=== block 1 ===
Block 1, signal wires on met2:
Scale bar: 20 um.
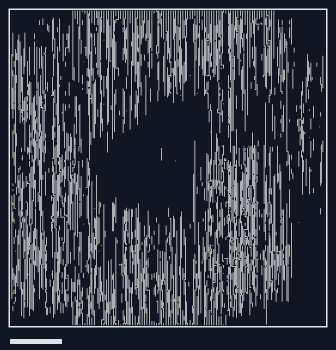
Block 1, placed standard cells:
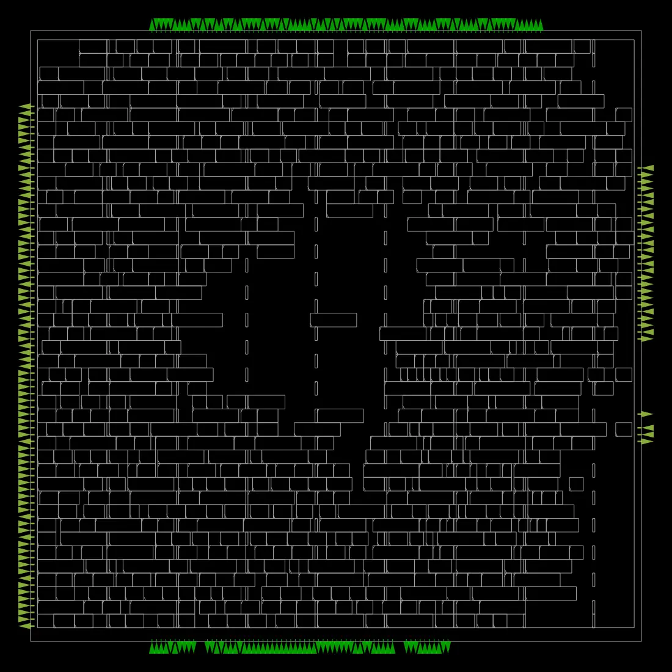
<file path="src/rtl/wb_sched_pkg.sv">
`default_nettype none
// ============================================================================
// Module      : wb_sched_pkg
// Description : Shared definitions for the writeback scheduler. Holds the
//               write-port mux lane encodings, the register address width
//               and the scheduler state type.
// Revision    : 1.0 - initial release
// ============================================================================
package wb_sched_pkg;

  localparam int REG_ADDR_W = 5;

  // Writeback source / reg_write_mux select encodings
  localparam logic [1:0] WB_SEL_MEM  = 2'd0;
  localparam logic [1:0] WB_SEL_ALU  = 2'd1;
  localparam logic [1:0] WB_SEL_PC4  = 2'd2;
  localparam logic [1:0] WB_SEL_NONE = 2'd3;

  typedef enum logic [1:0] {
    ST_IDLE     = 2'd0,
    ST_WAIT_MEM = 2'd1,
    ST_WRITE    = 2'd2
  } state_t;

endpackage : wb_sched_pkg
`default_nettype wire

</file>
<file path="src/rtl/wb_sched_if.sv">
`default_nettype none
// ============================================================================
// Module      : wb_sched_if
// Description : Bundle of execute, memory-response, debug and write-port
//               signals around the writeback scheduler.
//               slave  : scheduler side
//               master : environment side (execute, memory, debug, regfile)
// Revision    : 1.0 - initial release
// ============================================================================
interface wb_sched_if #(
  parameter int XLEN = 32
);
  import wb_sched_pkg::*;

  // execute handshake
  logic                  io_ex_valid;
  logic                  io_ex_ready;
  logic [REG_ADDR_W-1:0] io_ex_rd;
  logic [1:0]            io_ex_wb_sel;
  logic [XLEN-1:0]       io_ex_alu_out;
  logic [XLEN-1:0]       io_ex_pc_4;
  // memory response
  logic                  io_mem_resp_valid;
  logic [XLEN-1:0]       io_mem_resp_data;
  logic                  io_mem_err;
  // debug write requester
  logic                  io_dbg_req;
  logic [REG_ADDR_W-1:0] io_dbg_rd;
  logic [XLEN-1:0]       io_dbg_data;
  logic                  io_dbg_ack;
  // reg_write_mux lanes and regfile write port
  logic [XLEN-1:0]       io_data_mem;
  logic [XLEN-1:0]       io_alu_out;
  logic [XLEN-1:0]       io_pc_4;
  logic [1:0]            io_reg_write_mux_sel;
  logic                  io_reg_wen;
  logic [REG_ADDR_W-1:0] io_reg_waddr;
  logic                  io_busy;

  modport slave (
    input  io_ex_valid, io_ex_rd, io_ex_wb_sel, io_ex_alu_out, io_ex_pc_4,
    input  io_mem_resp_valid, io_mem_resp_data,
    input  io_dbg_req, io_dbg_rd, io_dbg_data,
    output io_ex_ready, io_mem_err, io_dbg_ack,
    output io_data_mem, io_alu_out, io_pc_4, io_reg_write_mux_sel,
    output io_reg_wen, io_reg_waddr, io_busy
  );

  modport master (
    output io_ex_valid, io_ex_rd, io_ex_wb_sel, io_ex_alu_out, io_ex_pc_4,
    output io_mem_resp_valid, io_mem_resp_data,
    output io_dbg_req, io_dbg_rd, io_dbg_data,
    input  io_ex_ready, io_mem_err, io_dbg_ack,
    input  io_data_mem, io_alu_out, io_pc_4, io_reg_write_mux_sel,
    input  io_reg_wen, io_reg_waddr, io_busy
  );

endinterface : wb_sched_if
`default_nettype wire

</file>
<file path="src/rtl/wb_sched_port_arbiter.sv">
`default_nettype none
// ============================================================================
// Module      : wb_port_arbiter
// Description : Decides whether a pending debug write wins the register-file
//               write port over the pipeline, with a starvation counter that
//               forces debug through after DBG_MAX_WAIT pipeline accepts.
// Ports       : clock, reset (async, active-low)
//               i_dbg_req  - debug request level
//               i_ex_valid - execute presents an instruction
//               i_accept   - pipeline instruction accepted this cycle
//               i_grant    - debug write granted this cycle
//               o_dbg_win  - debug would win the port this cycle
// Revision    : 1.0 - initial release
// ============================================================================
module wb_port_arbiter #(
  parameter int DBG_MAX_WAIT = 4
) (
  input  wire logic clock,
  input  wire logic reset,
  input  wire logic i_dbg_req,
  input  wire logic i_ex_valid,
  input  wire logic i_accept,
  input  wire logic i_grant,
  output logic      o_dbg_win
);

  localparam int             CNT_W = $clog2(DBG_MAX_WAIT + 1);
  localparam logic [CNT_W-1:0] C_MAX = CNT_W'(DBG_MAX_WAIT);

  logic [CNT_W-1:0] r_starve;

  // Counts pipeline accepts that overtook a waiting debug request; saturates
  // so the forced grant stays asserted until it is actually taken.
  always_ff @(posedge clock or negedge reset) begin
    if (!reset) begin
      r_starve <= '0;
    end else if (!i_dbg_req || i_grant) begin
      r_starve <= '0;
    end else if (i_accept && (r_starve != C_MAX)) begin
      r_starve <= r_starve + 1'b1;
    end
  end

  assign o_dbg_win = i_dbg_req && (!i_ex_valid || (r_starve == C_MAX));

endmodule : wb_port_arbiter
`default_nettype wire

</file>
<file path="src/rtl/wb_sched.sv">
`default_nettype none
// ============================================================================
// Module      : wb_sched
// Description : Writeback scheduler for the register-file write port. Accepts
//               retiring instructions, waits for load data with a timeout,
//               arbitrates against debug writes and drives the reg_write_mux
//               lanes, select and regfile write enable/address.
// Ports       : clock - rising-edge clock
//               reset - asynchronous active-low reset
//               bus   - wb_sched_if.slave (execute, memory, debug, write port)
// Revision    : 1.0 - initial release
// ============================================================================
module wb_sched
  import wb_sched_pkg::*;
#(
  parameter int MEM_TIMEOUT  = 16,
  parameter int DBG_MAX_WAIT = 4,
  parameter int XLEN         = 32
) (
  input  wire logic clock,
  input  wire logic reset,
  wb_sched_if.slave bus
);

  localparam int               TMR_W     = $clog2(MEM_TIMEOUT + 1);
  localparam logic [TMR_W-1:0] C_TIMEOUT = TMR_W'(MEM_TIMEOUT);

  state_t                r_state, w_state_nxt;
  logic [TMR_W-1:0]      r_timer, w_timer_nxt;
  logic [REG_ADDR_W-1:0] r_load_rd, w_load_rd_nxt;
  logic [XLEN-1:0]       r_data_mem, w_data_mem_nxt;
  logic [XLEN-1:0]       r_alu, w_alu_nxt;
  logic [XLEN-1:0]       r_pc4, w_pc4_nxt;
  logic [1:0]            r_sel, w_sel_nxt;
  logic [REG_ADDR_W-1:0] r_waddr, w_waddr_nxt;
  logic                  r_wen, w_wen_nxt;
  logic                  r_err, w_err_nxt;
  logic                  r_ack, w_ack_nxt;
  logic                  r_busy;

  logic w_dbg_win;
  logic w_idle;
  logic w_ready;
  logic w_accept;
  logic w_grant;

  assign w_idle   = (r_state == ST_IDLE);
  assign w_ready  = w_idle && !w_dbg_win;
  assign w_accept = bus.io_ex_valid && w_ready;
  assign w_grant  = w_idle && w_dbg_win;

  wb_port_arbiter #(
    .DBG_MAX_WAIT (DBG_MAX_WAIT)
  ) u_arb (
    .clock      (clock),
    .reset      (reset),
    .i_dbg_req  (bus.io_dbg_req),
    .i_ex_valid (bus.io_ex_valid),
    .i_accept   (w_accept),
    .i_grant    (w_grant),
    .o_dbg_win  (w_dbg_win)
  );

  // Next-state and next-output logic. Every output is produced one cycle
  // ahead here so the registered copies line up with the state they belong to.
  always_comb begin
    w_state_nxt    = r_state;
    w_timer_nxt    = r_timer;
    w_load_rd_nxt  = r_load_rd;
    w_data_mem_nxt = r_data_mem;
    w_alu_nxt      = r_alu;
    w_pc4_nxt      = r_pc4;
    w_sel_nxt      = r_sel;
    w_waddr_nxt    = r_waddr;
    w_wen_nxt      = 1'b0;
    w_err_nxt      = 1'b0;
    w_ack_nxt      = 1'b0;

    unique case (r_state)
      ST_IDLE: begin
        if (w_grant) begin
          // debug data travels on the ALU lane
          w_alu_nxt   = bus.io_dbg_data;
          w_sel_nxt   = WB_SEL_ALU;
          w_waddr_nxt = bus.io_dbg_rd;
          w_wen_nxt   = (bus.io_dbg_rd != '0);
          w_ack_nxt   = 1'b1;
          w_state_nxt = ST_WRITE;
        end else if (w_accept) begin
          unique case (bus.io_ex_wb_sel)
            WB_SEL_MEM: begin
              w_load_rd_nxt = bus.io_ex_rd;
              w_timer_nxt   = '0;
              w_state_nxt   = ST_WAIT_MEM;
            end
            WB_SEL_ALU: begin
              w_alu_nxt   = bus.io_ex_alu_out;
              w_sel_nxt   = WB_SEL_ALU;
              w_waddr_nxt = bus.io_ex_rd;
              w_wen_nxt   = (bus.io_ex_rd != '0);
              w_state_nxt = ST_WRITE;
            end
            WB_SEL_PC4: begin
              w_pc4_nxt   = bus.io_ex_pc_4;
              w_sel_nxt   = WB_SEL_PC4;
              w_waddr_nxt = bus.io_ex_rd;
              w_wen_nxt   = (bus.io_ex_rd != '0);
              w_state_nxt = ST_WRITE;
            end
            default: ; // no writeback: instruction retires in place
          endcase
        end
      end
      ST_WAIT_MEM: begin
        // A response arriving on the timeout cycle still wins.
        if (bus.io_mem_resp_valid) begin
          w_data_mem_nxt = bus.io_mem_resp_data;
          w_sel_nxt      = WB_SEL_MEM;
          w_waddr_nxt    = r_load_rd;
          w_wen_nxt      = (r_load_rd != '0);
          w_state_nxt    = ST_WRITE;
        end else if (r_timer == C_TIMEOUT) begin
          w_err_nxt   = 1'b1;
          w_state_nxt = ST_IDLE;
        end else begin
          w_timer_nxt = r_timer + 1'b1;
        end
      end
      ST_WRITE: begin
        w_state_nxt = ST_IDLE;
      end
      default: begin
        w_state_nxt = ST_IDLE;
      end
    endcase
  end

  always_ff @(posedge clock or negedge reset) begin
    if (!reset) begin
      r_state    <= ST_IDLE;
      r_timer    <= '0;
      r_load_rd  <= '0;
      r_data_mem <= '0;
      r_alu      <= '0;
      r_pc4      <= '0;
      r_sel      <= '0;
      r_waddr    <= '0;
      r_wen      <= 1'b0;
      r_err      <= 1'b0;
      r_ack      <= 1'b0;
      r_busy     <= 1'b0;
    end else begin
      r_state    <= w_state_nxt;
      r_timer    <= w_timer_nxt;
      r_load_rd  <= w_load_rd_nxt;
      r_data_mem <= w_data_mem_nxt;
      r_alu      <= w_alu_nxt;
      r_pc4      <= w_pc4_nxt;
      r_sel      <= w_sel_nxt;
      r_waddr    <= w_waddr_nxt;
      r_wen      <= w_wen_nxt;
      r_err      <= w_err_nxt;
      r_ack      <= w_ack_nxt;
      r_busy     <= (w_state_nxt != ST_IDLE);
    end
  end

  assign bus.io_ex_ready          = w_ready;
  assign bus.io_mem_err           = r_err;
  assign bus.io_dbg_ack           = r_ack;
  assign bus.io_data_mem          = r_data_mem;
  assign bus.io_alu_out           = r_alu;
  assign bus.io_pc_4              = r_pc4;
  assign bus.io_reg_write_mux_sel = r_sel;
  assign bus.io_reg_wen           = r_wen;
  assign bus.io_reg_waddr         = r_waddr;
  assign bus.io_busy              = r_busy;

endmodule : wb_sched
`default_nettype wire

</file>
<file path="src/flat_wrapper.sv">
// flat-port wrapper written by rule: the top's interface ports become plain ports
module wb_sched_flat import wb_sched_pkg::*;
#(
  parameter int MEM_TIMEOUT  = 16,
  parameter int DBG_MAX_WAIT = 4,
  parameter int XLEN         = 32
)
  (clock, reset, bus_io_ex_valid, bus_io_ex_rd, bus_io_ex_wb_sel, bus_io_ex_alu_out, bus_io_ex_pc_4, bus_io_mem_resp_valid, bus_io_mem_resp_data, bus_io_dbg_req, bus_io_dbg_rd, bus_io_dbg_data, bus_io_ex_ready, bus_io_mem_err, bus_io_dbg_ack, bus_io_data_mem, bus_io_alu_out, bus_io_pc_4, bus_io_reg_write_mux_sel, bus_io_reg_wen, bus_io_reg_waddr, bus_io_busy);
  wb_sched_if #(.XLEN(XLEN)) bus_i ();
  input  wire logic clock;
  input  wire logic reset;
  input wire logic [$bits(bus_i.io_ex_valid)-1:0] bus_io_ex_valid;
  input wire logic [$bits(bus_i.io_ex_rd)-1:0] bus_io_ex_rd;
  input wire logic [$bits(bus_i.io_ex_wb_sel)-1:0] bus_io_ex_wb_sel;
  input wire logic [$bits(bus_i.io_ex_alu_out)-1:0] bus_io_ex_alu_out;
  input wire logic [$bits(bus_i.io_ex_pc_4)-1:0] bus_io_ex_pc_4;
  input wire logic [$bits(bus_i.io_mem_resp_valid)-1:0] bus_io_mem_resp_valid;
  input wire logic [$bits(bus_i.io_mem_resp_data)-1:0] bus_io_mem_resp_data;
  input wire logic [$bits(bus_i.io_dbg_req)-1:0] bus_io_dbg_req;
  input wire logic [$bits(bus_i.io_dbg_rd)-1:0] bus_io_dbg_rd;
  input wire logic [$bits(bus_i.io_dbg_data)-1:0] bus_io_dbg_data;
  output wire logic [$bits(bus_i.io_ex_ready)-1:0] bus_io_ex_ready;
  output wire logic [$bits(bus_i.io_mem_err)-1:0] bus_io_mem_err;
  output wire logic [$bits(bus_i.io_dbg_ack)-1:0] bus_io_dbg_ack;
  output wire logic [$bits(bus_i.io_data_mem)-1:0] bus_io_data_mem;
  output wire logic [$bits(bus_i.io_alu_out)-1:0] bus_io_alu_out;
  output wire logic [$bits(bus_i.io_pc_4)-1:0] bus_io_pc_4;
  output wire logic [$bits(bus_i.io_reg_write_mux_sel)-1:0] bus_io_reg_write_mux_sel;
  output wire logic [$bits(bus_i.io_reg_wen)-1:0] bus_io_reg_wen;
  output wire logic [$bits(bus_i.io_reg_waddr)-1:0] bus_io_reg_waddr;
  output wire logic [$bits(bus_i.io_busy)-1:0] bus_io_busy;
  assign bus_i.io_ex_valid = bus_io_ex_valid;
  assign bus_i.io_ex_rd = bus_io_ex_rd;
  assign bus_i.io_ex_wb_sel = bus_io_ex_wb_sel;
  assign bus_i.io_ex_alu_out = bus_io_ex_alu_out;
  assign bus_i.io_ex_pc_4 = bus_io_ex_pc_4;
  assign bus_i.io_mem_resp_valid = bus_io_mem_resp_valid;
  assign bus_i.io_mem_resp_data = bus_io_mem_resp_data;
  assign bus_i.io_dbg_req = bus_io_dbg_req;
  assign bus_i.io_dbg_rd = bus_io_dbg_rd;
  assign bus_i.io_dbg_data = bus_io_dbg_data;
  assign bus_io_ex_ready = bus_i.io_ex_ready;
  assign bus_io_mem_err = bus_i.io_mem_err;
  assign bus_io_dbg_ack = bus_i.io_dbg_ack;
  assign bus_io_data_mem = bus_i.io_data_mem;
  assign bus_io_alu_out = bus_i.io_alu_out;
  assign bus_io_pc_4 = bus_i.io_pc_4;
  assign bus_io_reg_write_mux_sel = bus_i.io_reg_write_mux_sel;
  assign bus_io_reg_wen = bus_i.io_reg_wen;
  assign bus_io_reg_waddr = bus_i.io_reg_waddr;
  assign bus_io_busy = bus_i.io_busy;
  wb_sched #(.MEM_TIMEOUT(MEM_TIMEOUT), .DBG_MAX_WAIT(DBG_MAX_WAIT), .XLEN(XLEN)) u_core (.clock(clock), .reset(reset), .bus(bus_i));
endmodule
</file>
<file path="config.mk">
export PLATFORM = sky130hd
export DESIGN_NAME = wb_sched_flat
export DESIGN_NICKNAME = d
export VERILOG_FILES = /design/src/rtl/wb_sched_pkg.sv /design/src/rtl/wb_sched_if.sv /design/src/rtl/wb_sched_port_arbiter.sv /design/src/rtl/wb_sched.sv /design/src/flat_wrapper.sv
export SDC_FILE = /design/constraint.sdc
export NUM_CORES = 1
export LEC_CHECK = 0
export CORE_UTILIZATION = 37
export CTS_CLUSTER_SIZE = 8
export DETAILED_ROUTE_END_ITERATION = 8
export GPL_TIMING_DRIVEN = 0
export HOLD_SLACK_MARGIN = 0.08
export PLACE_DENSITY = 0.87
export SYNTH_ARGS = -nofsm -noshare
export SYNTH_HDL_FRONTEND = slang
export SYNTH_SLANG_ARGS = --single-unit
</file>
<file path="constraint.sdc">
create_clock -name clock -period 1.5 [get_ports clock]
set_input_delay 0.3 -clock clock [delete_from_list [all_inputs] [get_ports clock]]
set_output_delay 0.3 -clock clock [all_outputs]
set_load 0.01 [all_outputs]
</file>
==> metrics.cfg <==
[logic_synthesis]
mux_share=0.222
top_cell_area_share=0.578
yosysUniqueCellTypes=43
ys_sh_adder=0.0189
ys_area_sq_um=5280

[pwr]
max-vdd-ir-drop_v=0.00122
seq_power_mw=5.07
p_int_mw=10.3
seq_power_share=0.344

[outcome]
outcome=complete, but fails checks
violations=setup timing

[global_routing]
grt_usage=0.231
grt_max_degree=63

[route]
via_per_inst=5.21
ant_nets=0

[flow_run]
openroad.warnings=34

[timing]
drv_slew=0
final-setup-viol-count=119
finalWorstSetupSlack_ns=-0.357

[worst_setup_path]
reg2regPathDepth=7
cp_num_buf_inv=2
endpoint_kind=output port
reg2reg_to=u_core.bus.io_reg_waddr[4]$_DFFE_PN0P_
cp.depth=5

[cells_and_area]
drive_above_1_share=0.352
diodes=0
buffers=317

[die]
num_rows=43

[place]
placed_area_sq_um=8100

[clocking]
h-tree-depth=4
clock_sinks=122

## Picture notes: 'signal wires on met2' of block 1
The longest straight run is 51.5 um. 840 nets have wire on it. The wires run mostly vertical. The layer carries 10,400 um of wire. The layer holds 54% of the routed length.

## Picture notes: 'placed standard cells' of block 1
Post-Layout Cell Count: 927
final core occ: 0.720
Tapcell Cnt: 180
core area: 13,900 sq um
sequential share of cell area: 0.306


=== block 2 ===
Block 2, PDN straps and rails:
Pins as bars on the die edge. Tap cells in grey.
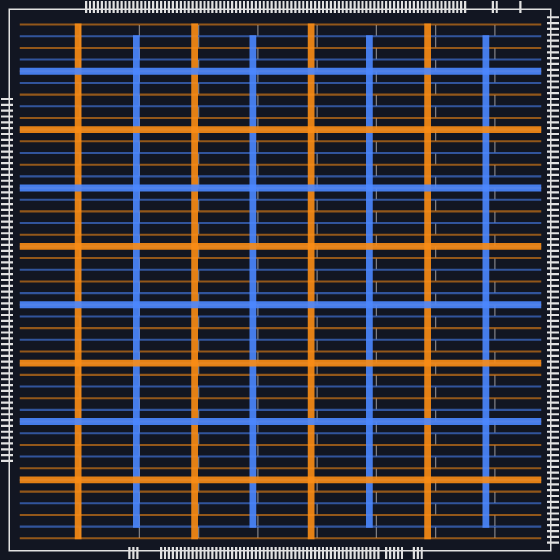
Block 2, placement by cell class:
Scale bar: 50 um. Fill, decap, tap and diode cells in grey.
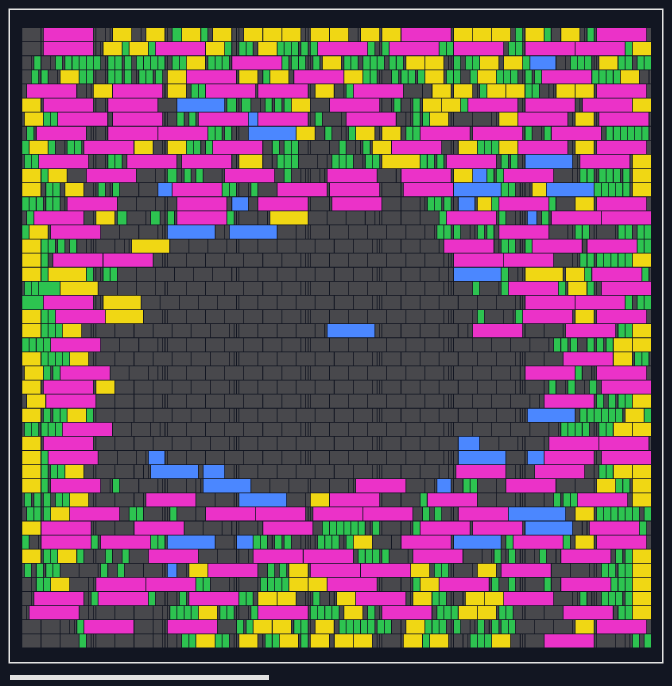
==> src/rtl/mips_pipe_pkg.sv <==
// Shared MIPS pipeline definitions: control-bundle bit map, ALU operation classes, bubble constant.
// Used by the main control decoder, the ALU control decoder and the ID/EX register.
package mips_pipe_pkg;

  localparam int unsigned CTRL_BUS_W = 6;
  localparam int unsigned ALUOP_W    = 2;

  // Control bundle is {reg_dst, alu_src, mem_write, mem_read, mem_to_reg, reg_write}
  localparam int unsigned CTRL_REG_WRITE  = 0;
  localparam int unsigned CTRL_MEM_TO_REG = 1;
  localparam int unsigned CTRL_MEM_READ   = 2;
  localparam int unsigned CTRL_MEM_WRITE  = 3;
  localparam int unsigned CTRL_ALU_SRC    = 4;
  localparam int unsigned CTRL_REG_DST    = 5;

  localparam logic [ALUOP_W-1:0] ALUOP_MEM   = 2'b00;
  localparam logic [ALUOP_W-1:0] ALUOP_BEQ   = 2'b01;
  localparam logic [ALUOP_W-1:0] ALUOP_RTYPE = 2'b10;
  localparam logic [ALUOP_W-1:0] ALUOP_SLTI  = 2'b11;

  // A bubble asserts no write enables and no memory access
  localparam logic [CTRL_BUS_W-1:0] CTRL_BUBBLE = '0;

endpackage

==> src/rtl/load_use_detector.sv <==
// Load-use hazard detector: flags an ID instruction reading the register an EX-stage load writes.
// Only built when LOAD_USE_DETECT_EN is defined.
`ifdef LOAD_USE_DETECT_EN
module load_use_detector #(
  parameter int unsigned REG_ADDR_W = 5
) (
  input  logic                  ex_valid,
  input  logic                  ex_mem_read,
  input  logic [REG_ADDR_W-1:0] ex_rt,
  input  logic                  id_valid,
  input  logic [REG_ADDR_W-1:0] id_rs,
  input  logic [REG_ADDR_W-1:0] id_rt,
  output logic                  hazard_stall_c
);

  logic rt_nonzero;
  logic rt_match;

  // $zero is never a real dependency
  always_comb begin
    rt_nonzero     = (ex_rt != '0);
    rt_match       = (ex_rt == id_rs) || (ex_rt == id_rt);
    hazard_stall_c = ex_valid && ex_mem_read && id_valid && rt_nonzero && rt_match;
  end

endmodule
`endif

==> src/rtl/id_ex_pipe_reg.sv <==
// ID/EX pipeline register with stall hold, flush bubble and optional load-use bubble insertion.
// Define LOAD_USE_DETECT_EN to build the internal load-use detector; otherwise hazard_stall is 0.
module id_ex_pipe_reg
  import mips_pipe_pkg::*;
#(
  parameter int unsigned DATA_W     = 32,
  parameter int unsigned REG_ADDR_W = 5,
  parameter int unsigned FUNC_W     = 6,
  parameter int unsigned CTRL_W     = 6
) (
  input  logic                  clk,
  input  logic                  rst_n,
  input  logic                  stall,
  input  logic                  flush,
  input  logic                  id_valid,
  input  logic [CTRL_W-1:0]     id_ctrl,
  input  logic [1:0]            id_alu_operation,
  input  logic [FUNC_W-1:0]     id_func,
  input  logic [DATA_W-1:0]     id_rd1,
  input  logic [DATA_W-1:0]     id_rd2,
  input  logic [DATA_W-1:0]     id_imm,
  input  logic [REG_ADDR_W-1:0] id_rs,
  input  logic [REG_ADDR_W-1:0] id_rt,
  input  logic [REG_ADDR_W-1:0] id_rd,
  input  logic [DATA_W-1:0]     id_pc4,
  output logic                  ex_valid,
  output logic [CTRL_W-1:0]     ex_ctrl,
  output logic [1:0]            ex_alu_operation,
  output logic [FUNC_W-1:0]     ex_func,
  output logic [DATA_W-1:0]     ex_rd1,
  output logic [DATA_W-1:0]     ex_rd2,
  output logic [DATA_W-1:0]     ex_imm,
  output logic [REG_ADDR_W-1:0] ex_rs,
  output logic [REG_ADDR_W-1:0] ex_rt,
  output logic [REG_ADDR_W-1:0] ex_rd,
  output logic [DATA_W-1:0]     ex_pc4,
  output logic                  hazard_stall
);

  logic                  valid_q,  valid_d;
  logic [CTRL_W-1:0]     ctrl_q,   ctrl_d;
  logic [1:0]            aluop_q,  aluop_d;
  logic [FUNC_W-1:0]     func_q,   func_d;
  logic [DATA_W-1:0]     rd1_q,    rd1_d;
  logic [DATA_W-1:0]     rd2_q,    rd2_d;
  logic [DATA_W-1:0]     imm_q,    imm_d;
  logic [REG_ADDR_W-1:0] rs_q,     rs_d;
  logic [REG_ADDR_W-1:0] rt_q,     rt_d;
  logic [REG_ADDR_W-1:0] rd_q,     rd_d;
  logic [DATA_W-1:0]     pc4_q,    pc4_d;

  logic                  bubble_c;
  logic                  load_c;

`ifdef LOAD_USE_DETECT_EN
  load_use_detector #(
    .REG_ADDR_W (REG_ADDR_W)
  ) u_load_use_detector (
    .ex_valid       (valid_q),
    .ex_mem_read    (ctrl_q[CTRL_MEM_READ]),
    .ex_rt          (rt_q),
    .id_valid       (id_valid),
    .id_rs          (id_rs),
    .id_rt          (id_rt),
    .hazard_stall_c (hazard_stall)
  );
`else
  assign hazard_stall = 1'b0;
`endif

  // Priority: flush > stall > hazard bubble > load
  always_comb begin
    bubble_c = flush || (!stall && hazard_stall);
    load_c   = !flush && !stall && !hazard_stall;
  end

  // Next-state selection: hold by default, then bubble or load
  always_comb begin
    valid_d = valid_q;
    ctrl_d  = ctrl_q;
    aluop_d = aluop_q;
    func_d  = func_q;
    rd1_d   = rd1_q;
    rd2_d   = rd2_q;
    imm_d   = imm_q;
    rs_d    = rs_q;
    rt_d    = rt_q;
    rd_d    = rd_q;
    pc4_d   = pc4_q;

    if (bubble_c) begin
      valid_d = 1'b0;
      ctrl_d  = CTRL_W'(CTRL_BUBBLE);
      aluop_d = ALUOP_MEM;
      func_d  = '0;
      rd1_d   = '0;
      rd2_d   = '0;
      imm_d   = '0;
      rs_d    = '0;
      rt_d    = '0;
      rd_d    = '0;
      pc4_d   = '0;
    end else if (load_c) begin
      valid_d = id_valid;
      // An invalid slot must never carry write enables into EX
      ctrl_d  = id_valid ? id_ctrl : CTRL_W'(CTRL_BUBBLE);
      aluop_d = id_alu_operation;
      func_d  = id_func;
      rd1_d   = id_rd1;
      rd2_d   = id_rd2;
      imm_d   = id_imm;
      rs_d    = id_rs;
      rt_d    = id_rt;
      rd_d    = id_rd;
      pc4_d   = id_pc4;
    end
  end

  always_ff @(posedge clk or negedge rst_n) begin
    if (!rst_n) begin
      valid_q <= 1'b0;
      ctrl_q  <= '0;
      aluop_q <= ALUOP_MEM;
      func_q  <= '0;
      rd1_q   <= '0;
      rd2_q   <= '0;
      imm_q   <= '0;
      rs_q    <= '0;
      rt_q    <= '0;
      rd_q    <= '0;
      pc4_q   <= '0;
    end else begin
      valid_q <= valid_d;
      ctrl_q  <= ctrl_d;
      aluop_q <= aluop_d;
      func_q  <= func_d;
      rd1_q   <= rd1_d;
      rd2_q   <= rd2_d;
      imm_q   <= imm_d;
      rs_q    <= rs_d;
      rt_q    <= rt_d;
      rd_q    <= rd_d;
      pc4_q   <= pc4_d;
    end
  end

  assign ex_valid         = valid_q;
  assign ex_ctrl          = ctrl_q;
  assign ex_alu_operation = aluop_q;
  assign ex_func          = func_q;
  assign ex_rd1           = rd1_q;
  assign ex_rd2           = rd2_q;
  assign ex_imm           = imm_q;
  assign ex_rs            = rs_q;
  assign ex_rt            = rt_q;
  assign ex_rd            = rd_q;
  assign ex_pc4           = pc4_q;

endmodule
==> config.mk <==
export PLATFORM = sky130hd
export DESIGN_NAME = id_ex_pipe_reg
export DESIGN_NICKNAME = d
export VERILOG_FILES = /design/src/rtl/mips_pipe_pkg.sv /design/src/rtl/load_use_detector.sv /design/src/rtl/id_ex_pipe_reg.sv
export SDC_FILE = /design/constraint.sdc
export NUM_CORES = 1
export LEC_CHECK = 0
export ABC_AREA = 1
export ABC_CLOCK_PERIOD_IN_PS = 800
export CORE_MARGIN = 2
export CORE_UTILIZATION = 40
export DETAILED_ROUTE_END_ITERATION = 6
export DONT_BUFFER_PORTS = 1
export PLACE_DENSITY = 0.63
export SETUP_SLACK_MARGIN = 0.02
export SYNTH_ARGS = -nofsm -noshare
export SYNTH_HDL_FRONTEND = slang
export SYNTH_HIERARCHICAL = 1
export SYNTH_SLANG_ARGS = --single-unit
==> constraint.sdc <==
create_clock -name clk -period 0.8 [get_ports clk]
set_input_delay 0.2 -clock clk [delete_from_list [all_inputs] [get_ports clk]]
set_output_delay 0.2 -clock clk [all_outputs]
set_load 0.02 [all_outputs]
==> metrics.cfg <==
[worst_setup_path]
endpoint_kind=output port
r2r-start=ex_imm[26]$_DFFE_PN0P_
worstPathArrival_ns=0.88
rrSetupSlack_ns=0.05

[pwr]
p_switching_mw=4.89
leakagePower_nw=4.22
switching_share=0.262
p_clk_frac=0.416

[cells_and_area]
inv_count=1
n_fill_cell=1118
clock_area_frac=0.0672
n_clock_buffer=18
seqAreaFraction=0.487
final_area_sq_um=8530
final_cell_mix=468 x nand2_1, 158 x dfrtp_2, 157 x dlygate4sd3_1, 17 x clkbuf_16, 8 x buf_12
utilization=0.587
combGateArea_sq_um=1810
comb_cells=477

[outcome]
violations=hold timing, setup timing
outcome=complete, but fails checks

[logic_synthesis]
synthTopCellsByCount=468 x nand2_1, 158 x dfrtp_1, 27 x buf_2
top_cell_area_share=0.666
yosysTopAreaCell=dfrtp_1
topCellsByArea=dfrtp_1 67%, nand2_1 30%, buf_2 2.3%
ys_seq_share=0.666
ys_ff=158
mux_share=0

[die]
chip_area_sq_um=15800

[timing]
hold_viol=158
rsz0062_at_grt=true
holdWs_ns=-0.520
tns_ns=-42.19
finalWorstSetupSlack_ns=-0.279
final-setup-viol-count=158
fin_worst_skew_ns=0

[place]
gp_congestion=0.774
place.detailed.hpwl_mm=10.2

[route]
highest_layer=met4
vias=4981

[clocking]
cts_tree=built

[global_routing]
use_met3=0.0731
grt_use_met1=0.238

Notes on 'PDN straps and rails' of block 2 above:
VSS: shown in orange. VDD: shown in blue.
8 straps on met4. 184 tap cells. 321 signal pins sit on the boundary. The core has 44 rows. 45 met1 rails follow the rows.

Notes on 'placement by cell class' of block 2 above:
clock drivers and dummy loads: shown in blue, cells 32, share of their area 6.9%. other buffers and delay cells: shown in yellow, cells 168, share of their area 21%. combinational and other logic: shown in green, cells 478, share of their area 22%. flops: shown in magenta, cells 158, share of their area 50%.


=== block 3 ===
**src/rtl/led_decoder_3to8_if.sv**
```systemverilog
// Bus bundle for the registered 3-to-8 LED decoder: enable group, select code and LED pins.
// master drives enable/switch and observes led; slave is the decoder side.
interface led_decoder_3to8_if;
    logic [2:0] enable;
    logic [2:0] switch;
    logic [7:0] led;

    modport master (
        output enable,
        output switch,
        input  led
    );

    modport slave (
        input  enable,
        input  switch,
        output led
    );
endinterface

```
**src/rtl/led_decoder_3to8.sv**
```systemverilog
// Registered 74x138-style 3-to-8 decoder driving an LED bank, active-low outputs by default.
// Optional macro LED_DECODER_ACTIVE_HIGH_EN inverts output polarity (lit = 1, idle = 0).
module led_decoder_3to8 (
    input  logic                clk,
    input  logic                rst,
    led_decoder_3to8_if.slave   bus
);

`ifdef LED_DECODER_ACTIVE_HIGH_EN
    localparam logic [7:0] LED_IDLE = 8'h00;
`else
    localparam logic [7:0] LED_IDLE = 8'hFF;
`endif

    // G1 high with both G2 inputs low is the only pattern that enables decoding.
    localparam logic [2:0] ENABLE_VALID = 3'b100;

    logic [7:0] one_hot;
    logic       enable_ok;
    logic [7:0] led_d;
    logic [7:0] led_q;

    genvar gi;
    generate
        for (gi = 0; gi < 8; gi++) begin : g_decode
            assign one_hot[gi] = (bus.switch == 3'(gi));
        end
    endgenerate

    assign enable_ok = (bus.enable == ENABLE_VALID);

    always_comb begin
        led_d = LED_IDLE;
        if (enable_ok) begin
`ifdef LED_DECODER_ACTIVE_HIGH_EN
            led_d = one_hot;
`else
            led_d = ~one_hot;
`endif
        end
    end

    always_ff @(posedge clk) begin
        if (!rst) begin
            led_q <= LED_IDLE;
        end else begin
            led_q <= led_d;
        end
    end

    assign bus.led = led_q;

endmodule

```
**src/flat_wrapper.sv**
```systemverilog
// flat-port wrapper written by rule: the top's interface ports become plain ports
module led_decoder_3to8_flat 
  (clk, rst, bus_enable, bus_switch, bus_led);
  led_decoder_3to8_if bus_i ();
  input  logic clk;
  input  logic rst;
  input wire logic [$bits(bus_i.enable)-1:0] bus_enable;
  input wire logic [$bits(bus_i.switch)-1:0] bus_switch;
  output wire logic [$bits(bus_i.led)-1:0] bus_led;
  assign bus_i.enable = bus_enable;
  assign bus_i.switch = bus_switch;
  assign bus_led = bus_i.led;
  led_decoder_3to8 u_core (.clk(clk), .rst(rst), .bus(bus_i));
endmodule
```
**config.mk**
```make
export PLATFORM = sky130hd
export DESIGN_NAME = led_decoder_3to8_flat
export DESIGN_NICKNAME = d
export VERILOG_FILES = /design/src/rtl/led_decoder_3to8_if.sv /design/src/rtl/led_decoder_3to8.sv /design/src/flat_wrapper.sv
export SDC_FILE = /design/constraint.sdc
export NUM_CORES = 1
export LEC_CHECK = 0
export CORE_AREA = 5 5 42 44
export DETAILED_ROUTE_END_ITERATION = 16
export DIE_AREA = 0 0 47 49
export GPL_TIMING_DRIVEN = 0
export PLACE_DENSITY = 0.5
export RECOVER_POWER = 100
export SETUP_SLACK_MARGIN = 0.1
export SLEW_MARGIN = 30
export SYNTH_ARGS = -nofsm -noshare
export SYNTH_HDL_FRONTEND = slang
export SYNTH_SLANG_ARGS = --single-unit
```
**constraint.sdc**
```tcl
create_clock -name clk -period 0.8 [get_ports clk]
set_input_delay 0.16 -clock clk [delete_from_list [all_inputs] [get_ports clk]]
set_output_delay 0.16 -clock clk [all_outputs]
set_load 0.005 [all_outputs]
```
==> metrics.cfg <==
[outcome]
outcome=complete, but fails checks
violations=setup timing

[cells_and_area]
seqAreaFraction=0.401
comb_cells=12
final_area_sq_um=405
largest_reg_flops=8
drive_above_1_share=0.385
syn_to_final_growth_pct=61.2

[flow_run]
openroad.warnings=29

[pwr]
power_leader=sequential cells
p_int_mw=0.601
combPwrFrac=0.069
leakagePower_nw=0.157

[timing]
finalWorstSetupSlack_ns=-0.0241
final-setup-viol-count=8
tns_ns=-0.104

[die]
chip_area_sq_um=2300
num_rows=14

[worst_setup_path]
startpoint=u_core.bus.led[7]$_SDFF_PN1_
max_stage_delay_ns=0.31

[logic_synthesis]
yosys_warnings=0
synthTopCellsByCount=8 x dfxtp_1, 3 x nand4b_1, 2 x nand2_1, 2 x nor3b_1

[clocking]
cts_max_path_buffers=2
cts.hold.buffers_added=0

[worst_hold_path]
holdCritPathClass=primary input to flop

[route]
ant_nets=0

Block 3, signal wires on met2:
Scale bar: 10 um.
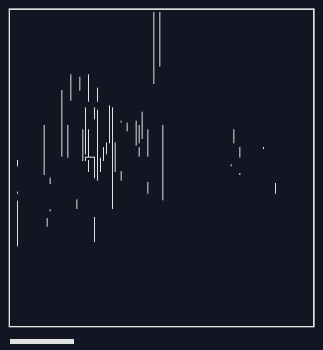
The layer holds 33% of the routed length. The longest straight run is 15.6 um. The wires run mostly vertical. 35 nets have wire on it.


=== block 4 ===
File: src/rtl/fxp_alu_seq_if.sv
// fxp_alu_seq_if: operand/result handshake bundle for the sequential
// sign-magnitude fixed-point ALU. The master drives operands and out_ready;
// the slave (the ALU) drives in_ready, results and status flags.
interface fxp_alu_seq_if #(
    parameter int INT_W  = 8,
    parameter int FRAC_W = 8
);
    logic              in_valid;
    logic              in_ready;
    logic              sign_a;
    logic              sign_b;
    logic [INT_W-1:0]  int_a;
    logic [INT_W-1:0]  int_b;
    logic [FRAC_W-1:0] frac_a;
    logic [FRAC_W-1:0] frac_b;
    logic [1:0]        op;
    logic              out_valid;
    logic              out_ready;
    logic              out_sign;
    logic [INT_W-1:0]  out_int;
    logic [FRAC_W-1:0] out_frac;
    logic              overflow;
    logic              div_zero;
    logic              busy;

    modport master (
        output in_valid, sign_a, sign_b, int_a, int_b, frac_a, frac_b, op,
               out_ready,
        input  in_ready, out_valid, out_sign, out_int, out_frac, overflow,
               div_zero, busy
    );

    modport slave (
        input  in_valid, sign_a, sign_b, int_a, int_b, frac_a, frac_b, op,
               out_ready,
        output in_ready, out_valid, out_sign, out_int, out_frac, overflow,
               div_zero, busy
    );
endinterface

File: src/rtl/fxp_alu_seq.sv
// fxp_alu_seq: sequential sign-magnitude fixed-point ALU (add/sub/mul/div).
// Multiply is shift-add (one bit per cycle), divide is restoring (one
// quotient bit per cycle). Results are held on a valid/ready interface.
// Build option: define FXP_ALU_SAT_EN to saturate the magnitude on overflow;
// otherwise the magnitude wraps to the low W bits of the exact result.
module fxp_alu_seq #(
    parameter int INT_W  = 8,
    parameter int FRAC_W = 8
) (
    input  logic clk,
    input  logic reset_n,
    fxp_alu_seq_if.slave bus
);
    localparam int W  = INT_W + FRAC_W;
    localparam int QW = W + FRAC_W;
    localparam int CW = $clog2(QW + 1);

    localparam logic [CW-1:0] MUL_LAST = CW'(W - 1);
    localparam logic [CW-1:0] DIV_LAST = CW'(QW - 1);

    localparam logic [2:0] S_IDLE   = 3'd0;
    localparam logic [2:0] S_ADDSUB = 3'd1;
    localparam logic [2:0] S_MUL    = 3'd2;
    localparam logic [2:0] S_DIV    = 3'd3;
    localparam logic [2:0] S_PACK   = 3'd4;
    localparam logic [2:0] S_DONE   = 3'd5;

    localparam logic [1:0] OP_SUB = 2'b01;
    localparam logic [1:0] OP_MUL = 2'b10;
    localparam logic [1:0] OP_DIV = 2'b11;

    logic [2:0]        state_q, state_d;
    logic [W-1:0]      ma_q, ma_d;
    logic [W-1:0]      mb_q, mb_d;
    logic              sa_q, sa_d;
    logic              sb_q, sb_d;
    logic [1:0]        op_q, op_d;
    logic              dz_q, dz_d;
    logic [CW-1:0]     cnt_q, cnt_d;
    logic [2*W-1:0]    acc_q, acc_d;
    logic [W-1:0]      rem_q, rem_d;
    logic [QW-1:0]     quo_q, quo_d;
    logic [W-1:0]      as_mag_q, as_mag_d;
    logic              as_ovf_q, as_ovf_d;
    logic              as_sign_q, as_sign_d;
    logic              out_valid_q, out_valid_d;
    logic              out_sign_q, out_sign_d;
    logic [W-1:0]      out_mag_q, out_mag_d;
    logic              ovf_q, ovf_d;
    logic              dzo_q, dzo_d;

    // Datapath helpers
    logic [W:0]        sum_ext;
    logic              a_ge_b;
    logic [W-1:0]      diff;
    logic [W:0]        mul_sum;
    logic [W:0]        div_sh;
    logic [W:0]        div_sub;
    logic              div_ge;
    logic [W-1:0]      raw_mag;
    logic              raw_ovf;
    logic              raw_sign;
    logic [W-1:0]      fin_mag;

    assign bus.in_ready  = (state_q == S_IDLE);
    assign bus.busy      = (state_q != S_IDLE);
    assign bus.out_valid = out_valid_q;
    assign bus.out_sign  = out_sign_q;
    assign bus.out_int   = out_mag_q[W-1:FRAC_W];
    assign bus.out_frac  = out_mag_q[FRAC_W-1:0];
    assign bus.overflow  = ovf_q;
    assign bus.div_zero  = dzo_q;

    // Arithmetic step values, result selection and overflow policy
    always_comb begin
        sum_ext = {1'b0, ma_q} + {1'b0, mb_q};
        a_ge_b  = (ma_q >= mb_q);
        diff    = a_ge_b ? (ma_q - mb_q) : (mb_q - ma_q);

        // Shift-add: high half accumulates, low half holds remaining multiplier bits
        mul_sum = {1'b0, acc_q[2*W-1:W]} + (acc_q[0] ? {1'b0, ma_q} : '0);

        // Restoring divide: dividend bits stream out of quo_q MSB-first while
        // quotient bits shift in at the LSB
        div_sh  = {rem_q, quo_q[QW-1]};
        div_sub = div_sh - {1'b0, mb_q};
        div_ge  = (div_sh >= {1'b0, mb_q});

        raw_mag  = as_mag_q;
        raw_ovf  = as_ovf_q;
        raw_sign = as_sign_q;
        if (op_q == OP_MUL) begin
            raw_mag  = acc_q[W+FRAC_W-1:FRAC_W];
            raw_ovf  = |acc_q[2*W-1:W+FRAC_W];
            raw_sign = sa_q ^ sb_q;
        end else if (op_q == OP_DIV) begin
            raw_sign = sa_q ^ sb_q;
            if (dz_q) begin
                raw_mag = '1;
                raw_ovf = 1'b1;
            end else begin
                raw_mag = quo_q[W-1:0];
                raw_ovf = |quo_q[QW-1:W];
            end
        end

        fin_mag = raw_mag;
        if (dz_q) begin
            fin_mag = '1;
        end
`ifdef FXP_ALU_SAT_EN
        else if (raw_ovf) begin
            fin_mag = '1;
        end
`else
        else begin
            fin_mag = raw_mag;
        end
`endif
    end

    // Next-state and register update logic for the controller
    always_comb begin
        state_d     = state_q;
        ma_d        = ma_q;
        mb_d        = mb_q;
        sa_d        = sa_q;
        sb_d        = sb_q;
        op_d        = op_q;
        dz_d        = dz_q;
        cnt_d       = cnt_q;
        acc_d       = acc_q;
        rem_d       = rem_q;
        quo_d       = quo_q;
        as_mag_d    = as_mag_q;
        as_ovf_d    = as_ovf_q;
        as_sign_d   = as_sign_q;
        out_valid_d = out_valid_q;
        out_sign_d  = out_sign_q;
        out_mag_d   = out_mag_q;
        ovf_d       = ovf_q;
        dzo_d       = dzo_q;

        case (state_q)
            S_IDLE: begin
                if (bus.in_valid) begin
                    ma_d  = {bus.int_a, bus.frac_a};
                    mb_d  = {bus.int_b, bus.frac_b};
                    sa_d  = bus.sign_a;
                    sb_d  = bus.sign_b ^ (bus.op == OP_SUB);
                    op_d  = bus.op;
                    dz_d  = (bus.op == OP_DIV) && ({bus.int_b, bus.frac_b} == '0);
                    cnt_d = '0;
                    acc_d = {{W{1'b0}}, bus.int_b, bus.frac_b};
                    rem_d = '0;
                    quo_d = {bus.int_a, bus.frac_a, {FRAC_W{1'b0}}};
                    case (bus.op)
                        OP_MUL:  state_d = S_MUL;
                        OP_DIV:  state_d = (dz_d) ? S_PACK : S_DIV;
                        default: state_d = S_ADDSUB;
                    endcase
                end
            end
            S_ADDSUB: begin
                if (sa_q == sb_q) begin
                    as_mag_d  = sum_ext[W-1:0];
                    as_ovf_d  = sum_ext[W];
                    as_sign_d = sa_q;
                end else begin
                    as_mag_d  = diff;
                    as_ovf_d  = 1'b0;
                    as_sign_d = a_ge_b ? sa_q : sb_q;
                end
                state_d = S_PACK;
            end
            S_MUL: begin
                acc_d = {mul_sum, acc_q[W-1:1]};
                cnt_d = cnt_q + 1'b1;
                if (cnt_q == MUL_LAST) begin
                    state_d = S_PACK;
                end
            end
            S_DIV: begin
                rem_d = div_ge ? div_sub[W-1:0] : div_sh[W-1:0];
                quo_d = {quo_q[QW-2:0], div_ge};
                cnt_d = cnt_q + 1'b1;
                if (cnt_q == DIV_LAST) begin
                    state_d = S_PACK;
                end
            end
            S_PACK: begin
                out_mag_d   = fin_mag;
                out_sign_d  = (fin_mag == '0) ? 1'b0 : raw_sign;
                ovf_d       = raw_ovf;
                dzo_d       = dz_q;
                out_valid_d = 1'b1;
                state_d     = S_DONE;
            end
            S_DONE: begin
                if (bus.out_ready) begin
                    out_valid_d = 1'b0;
                    state_d     = S_IDLE;
                end
            end
            default: begin
                state_d = S_IDLE;
            end
        endcase
    end

    // State and datapath registers, cleared asynchronously
    always_ff @(posedge clk or negedge reset_n) begin
        if (!reset_n) begin
            state_q     <= S_IDLE;
            ma_q        <= '0;
            mb_q        <= '0;
            sa_q        <= 1'b0;
            sb_q        <= 1'b0;
            op_q        <= '0;
            dz_q        <= 1'b0;
            cnt_q       <= '0;
            acc_q       <= '0;
            rem_q       <= '0;
            quo_q       <= '0;
            as_mag_q    <= '0;
            as_ovf_q    <= 1'b0;
            as_sign_q   <= 1'b0;
            out_valid_q <= 1'b0;
            out_sign_q  <= 1'b0;
            out_mag_q   <= '0;
            ovf_q       <= 1'b0;
            dzo_q       <= 1'b0;
        end else begin
            state_q     <= state_d;
            ma_q        <= ma_d;
            mb_q        <= mb_d;
            sa_q        <= sa_d;
            sb_q        <= sb_d;
            op_q        <= op_d;
            dz_q        <= dz_d;
            cnt_q       <= cnt_d;
            acc_q       <= acc_d;
            rem_q       <= rem_d;
            quo_q       <= quo_d;
            as_mag_q    <= as_mag_d;
            as_ovf_q    <= as_ovf_d;
            as_sign_q   <= as_sign_d;
            out_valid_q <= out_valid_d;
            out_sign_q  <= out_sign_d;
            out_mag_q   <= out_mag_d;
            ovf_q       <= ovf_d;
            dzo_q       <= dzo_d;
        end
    end
endmodule

File: src/flat_wrapper.sv
// flat-port wrapper written by rule: the top's interface ports become plain ports
module fxp_alu_seq_flat 
#(
    parameter int INT_W  = 8,
    parameter int FRAC_W = 8
)
  (clk, reset_n, bus_in_valid, bus_sign_a, bus_sign_b, bus_int_a, bus_int_b, bus_frac_a, bus_frac_b, bus_op, bus_out_ready, bus_in_ready, bus_out_valid, bus_out_sign, bus_out_int, bus_out_frac, bus_overflow, bus_div_zero, bus_busy);
  fxp_alu_seq_if #(.INT_W(INT_W), .FRAC_W(FRAC_W)) bus_i ();
  input  logic clk;
  input  logic reset_n;
  input wire logic [$bits(bus_i.in_valid)-1:0] bus_in_valid;
  input wire logic [$bits(bus_i.sign_a)-1:0] bus_sign_a;
  input wire logic [$bits(bus_i.sign_b)-1:0] bus_sign_b;
  input wire logic [$bits(bus_i.int_a)-1:0] bus_int_a;
  input wire logic [$bits(bus_i.int_b)-1:0] bus_int_b;
  input wire logic [$bits(bus_i.frac_a)-1:0] bus_frac_a;
  input wire logic [$bits(bus_i.frac_b)-1:0] bus_frac_b;
  input wire logic [$bits(bus_i.op)-1:0] bus_op;
  input wire logic [$bits(bus_i.out_ready)-1:0] bus_out_ready;
  output wire logic [$bits(bus_i.in_ready)-1:0] bus_in_ready;
  output wire logic [$bits(bus_i.out_valid)-1:0] bus_out_valid;
  output wire logic [$bits(bus_i.out_sign)-1:0] bus_out_sign;
  output wire logic [$bits(bus_i.out_int)-1:0] bus_out_int;
  output wire logic [$bits(bus_i.out_frac)-1:0] bus_out_frac;
  output wire logic [$bits(bus_i.overflow)-1:0] bus_overflow;
  output wire logic [$bits(bus_i.div_zero)-1:0] bus_div_zero;
  output wire logic [$bits(bus_i.busy)-1:0] bus_busy;
  assign bus_i.in_valid = bus_in_valid;
  assign bus_i.sign_a = bus_sign_a;
  assign bus_i.sign_b = bus_sign_b;
  assign bus_i.int_a = bus_int_a;
  assign bus_i.int_b = bus_int_b;
  assign bus_i.frac_a = bus_frac_a;
  assign bus_i.frac_b = bus_frac_b;
  assign bus_i.op = bus_op;
  assign bus_i.out_ready = bus_out_ready;
  assign bus_in_ready = bus_i.in_ready;
  assign bus_out_valid = bus_i.out_valid;
  assign bus_out_sign = bus_i.out_sign;
  assign bus_out_int = bus_i.out_int;
  assign bus_out_frac = bus_i.out_frac;
  assign bus_overflow = bus_i.overflow;
  assign bus_div_zero = bus_i.div_zero;
  assign bus_busy = bus_i.busy;
  fxp_alu_seq #(.INT_W(INT_W), .FRAC_W(FRAC_W)) u_core (.clk(clk), .reset_n(reset_n), .bus(bus_i));
endmodule
File: config.mk
export PLATFORM = sky130hd
export DESIGN_NAME = fxp_alu_seq_flat
export DESIGN_NICKNAME = d
export VERILOG_FILES = /design/src/rtl/fxp_alu_seq_if.sv /design/src/rtl/fxp_alu_seq.sv /design/src/flat_wrapper.sv
export SDC_FILE = /design/constraint.sdc
export NUM_CORES = 1
export LEC_CHECK = 0
export CORE_ASPECT_RATIO = 1.2
export CORE_MARGIN = 2
export CORE_UTILIZATION = 60
export CTS_BUF_LIST = sky130_fd_sc_hd__clkbuf_8
export DETAILED_ROUTE_END_ITERATION = 6
export PLACE_DENSITY_LB_ADDON = 0.05
export SLEW_MARGIN = 20
export SYNTH_ARGS = -nofsm -noshare
export SYNTH_HDL_FRONTEND = slang
export SYNTH_SLANG_ARGS = --single-unit
File: constraint.sdc
create_clock -name clk -period 3.7 [get_ports clk]
set_input_delay 0.555 -clock clk [delete_from_list [all_inputs] [get_ports clk]]
set_output_delay 0.555 -clock clk [all_outputs]
set_load 0.005 [all_outputs]
==> metrics.cfg <==
[outcome]
outcome=finished, final reports clean

[pwr]
power_leader=combinational logic
p_int_mw=6.55

[clocking]
h-tree-depth=4
cts_setup_buffers=0
cts.hold.buffers_added=0

[worst_setup_path]
rrSetupSlack_ns=0.46
reg2regPathDepth=12
crit_fanout=5

[route]
wl_met1_mm=12.4
met2WireLength_mm=14.6

[timing]
drv_slew=0
clock.fmax_ghz=0.309

[global_routing]
grt_usage=0.351
grt_max_degree=86

[logic_synthesis]
ys_ff=155

Block 4, placed standard cells:
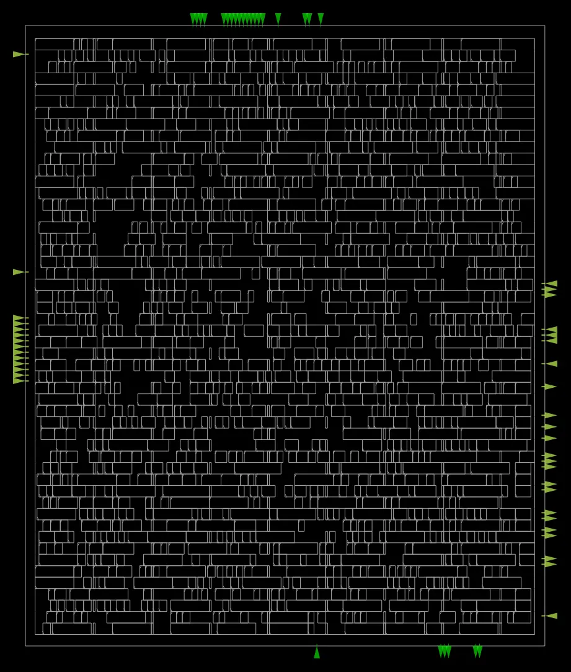
Tapcell Cnt: 216
sequential share of cell area: 0.335
Fillers: 1,422
flip-flops: 155
core area: 16,800 sq um

Block 4, placement by cell class:
Scale bar: 20 um. Fill, decap, tap and diode cells in grey.
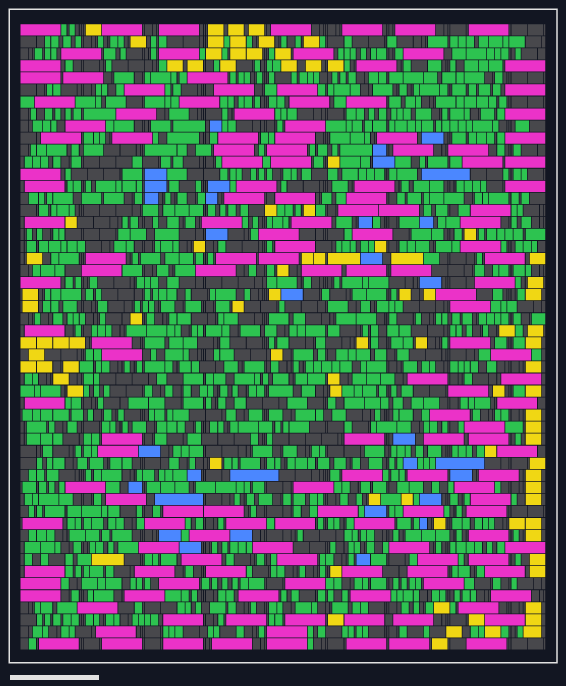
other buffers and delay cells: shown in yellow, cells 91, share of their area 7.7%. flops: shown in magenta, cells 155, share of their area 34%. clock drivers and dummy loads: shown in blue, cells 32, share of their area 3.9%. combinational and other logic: shown in green, cells 1,017, share of their area 54%.

Block 4, clock wires, drivers and flops:
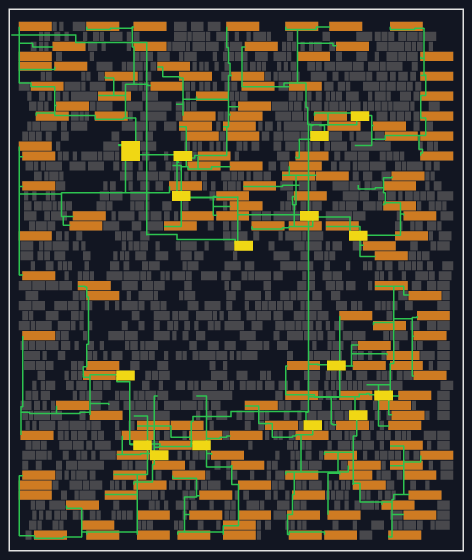
flip-flops: shown in orange, count 155. clock drivers: shown in yellow, count 17. clock wires: shown in green, length 1,990 um.
Position of the flops: spread over the die. There are 18 routed clock nets.



## Gallery

PDN straps and rails.
Pins as bars on the die edge. Tap cells in grey.
picture 1
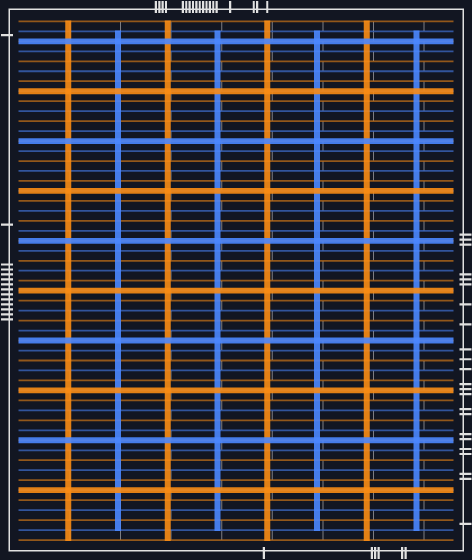
picture 2
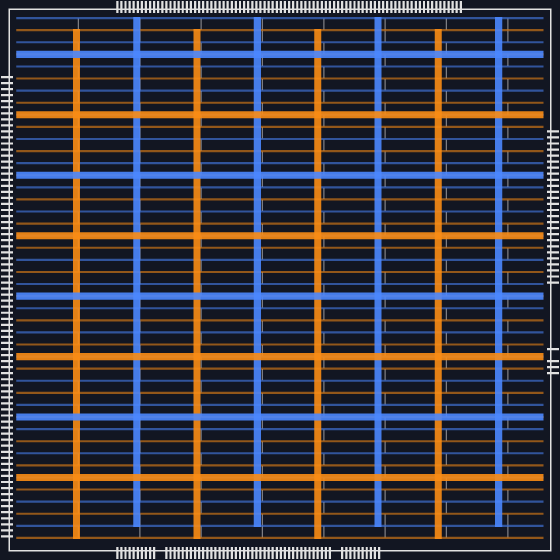
picture 3
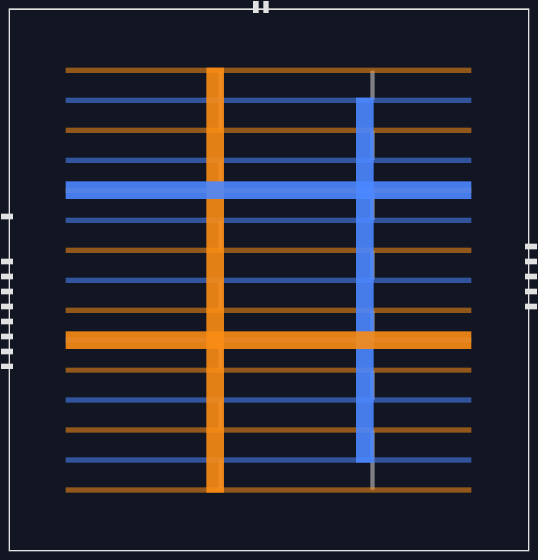
Of these, fewest pins: picture 3
Picture 2 is block 1.
Picture 3 is block 3.
Picture 1 is block 4.

Key to picture 3:
VDD: shown in blue. VSS: shown in orange.
15 met1 rails follow the rows. The core has 14 rows.

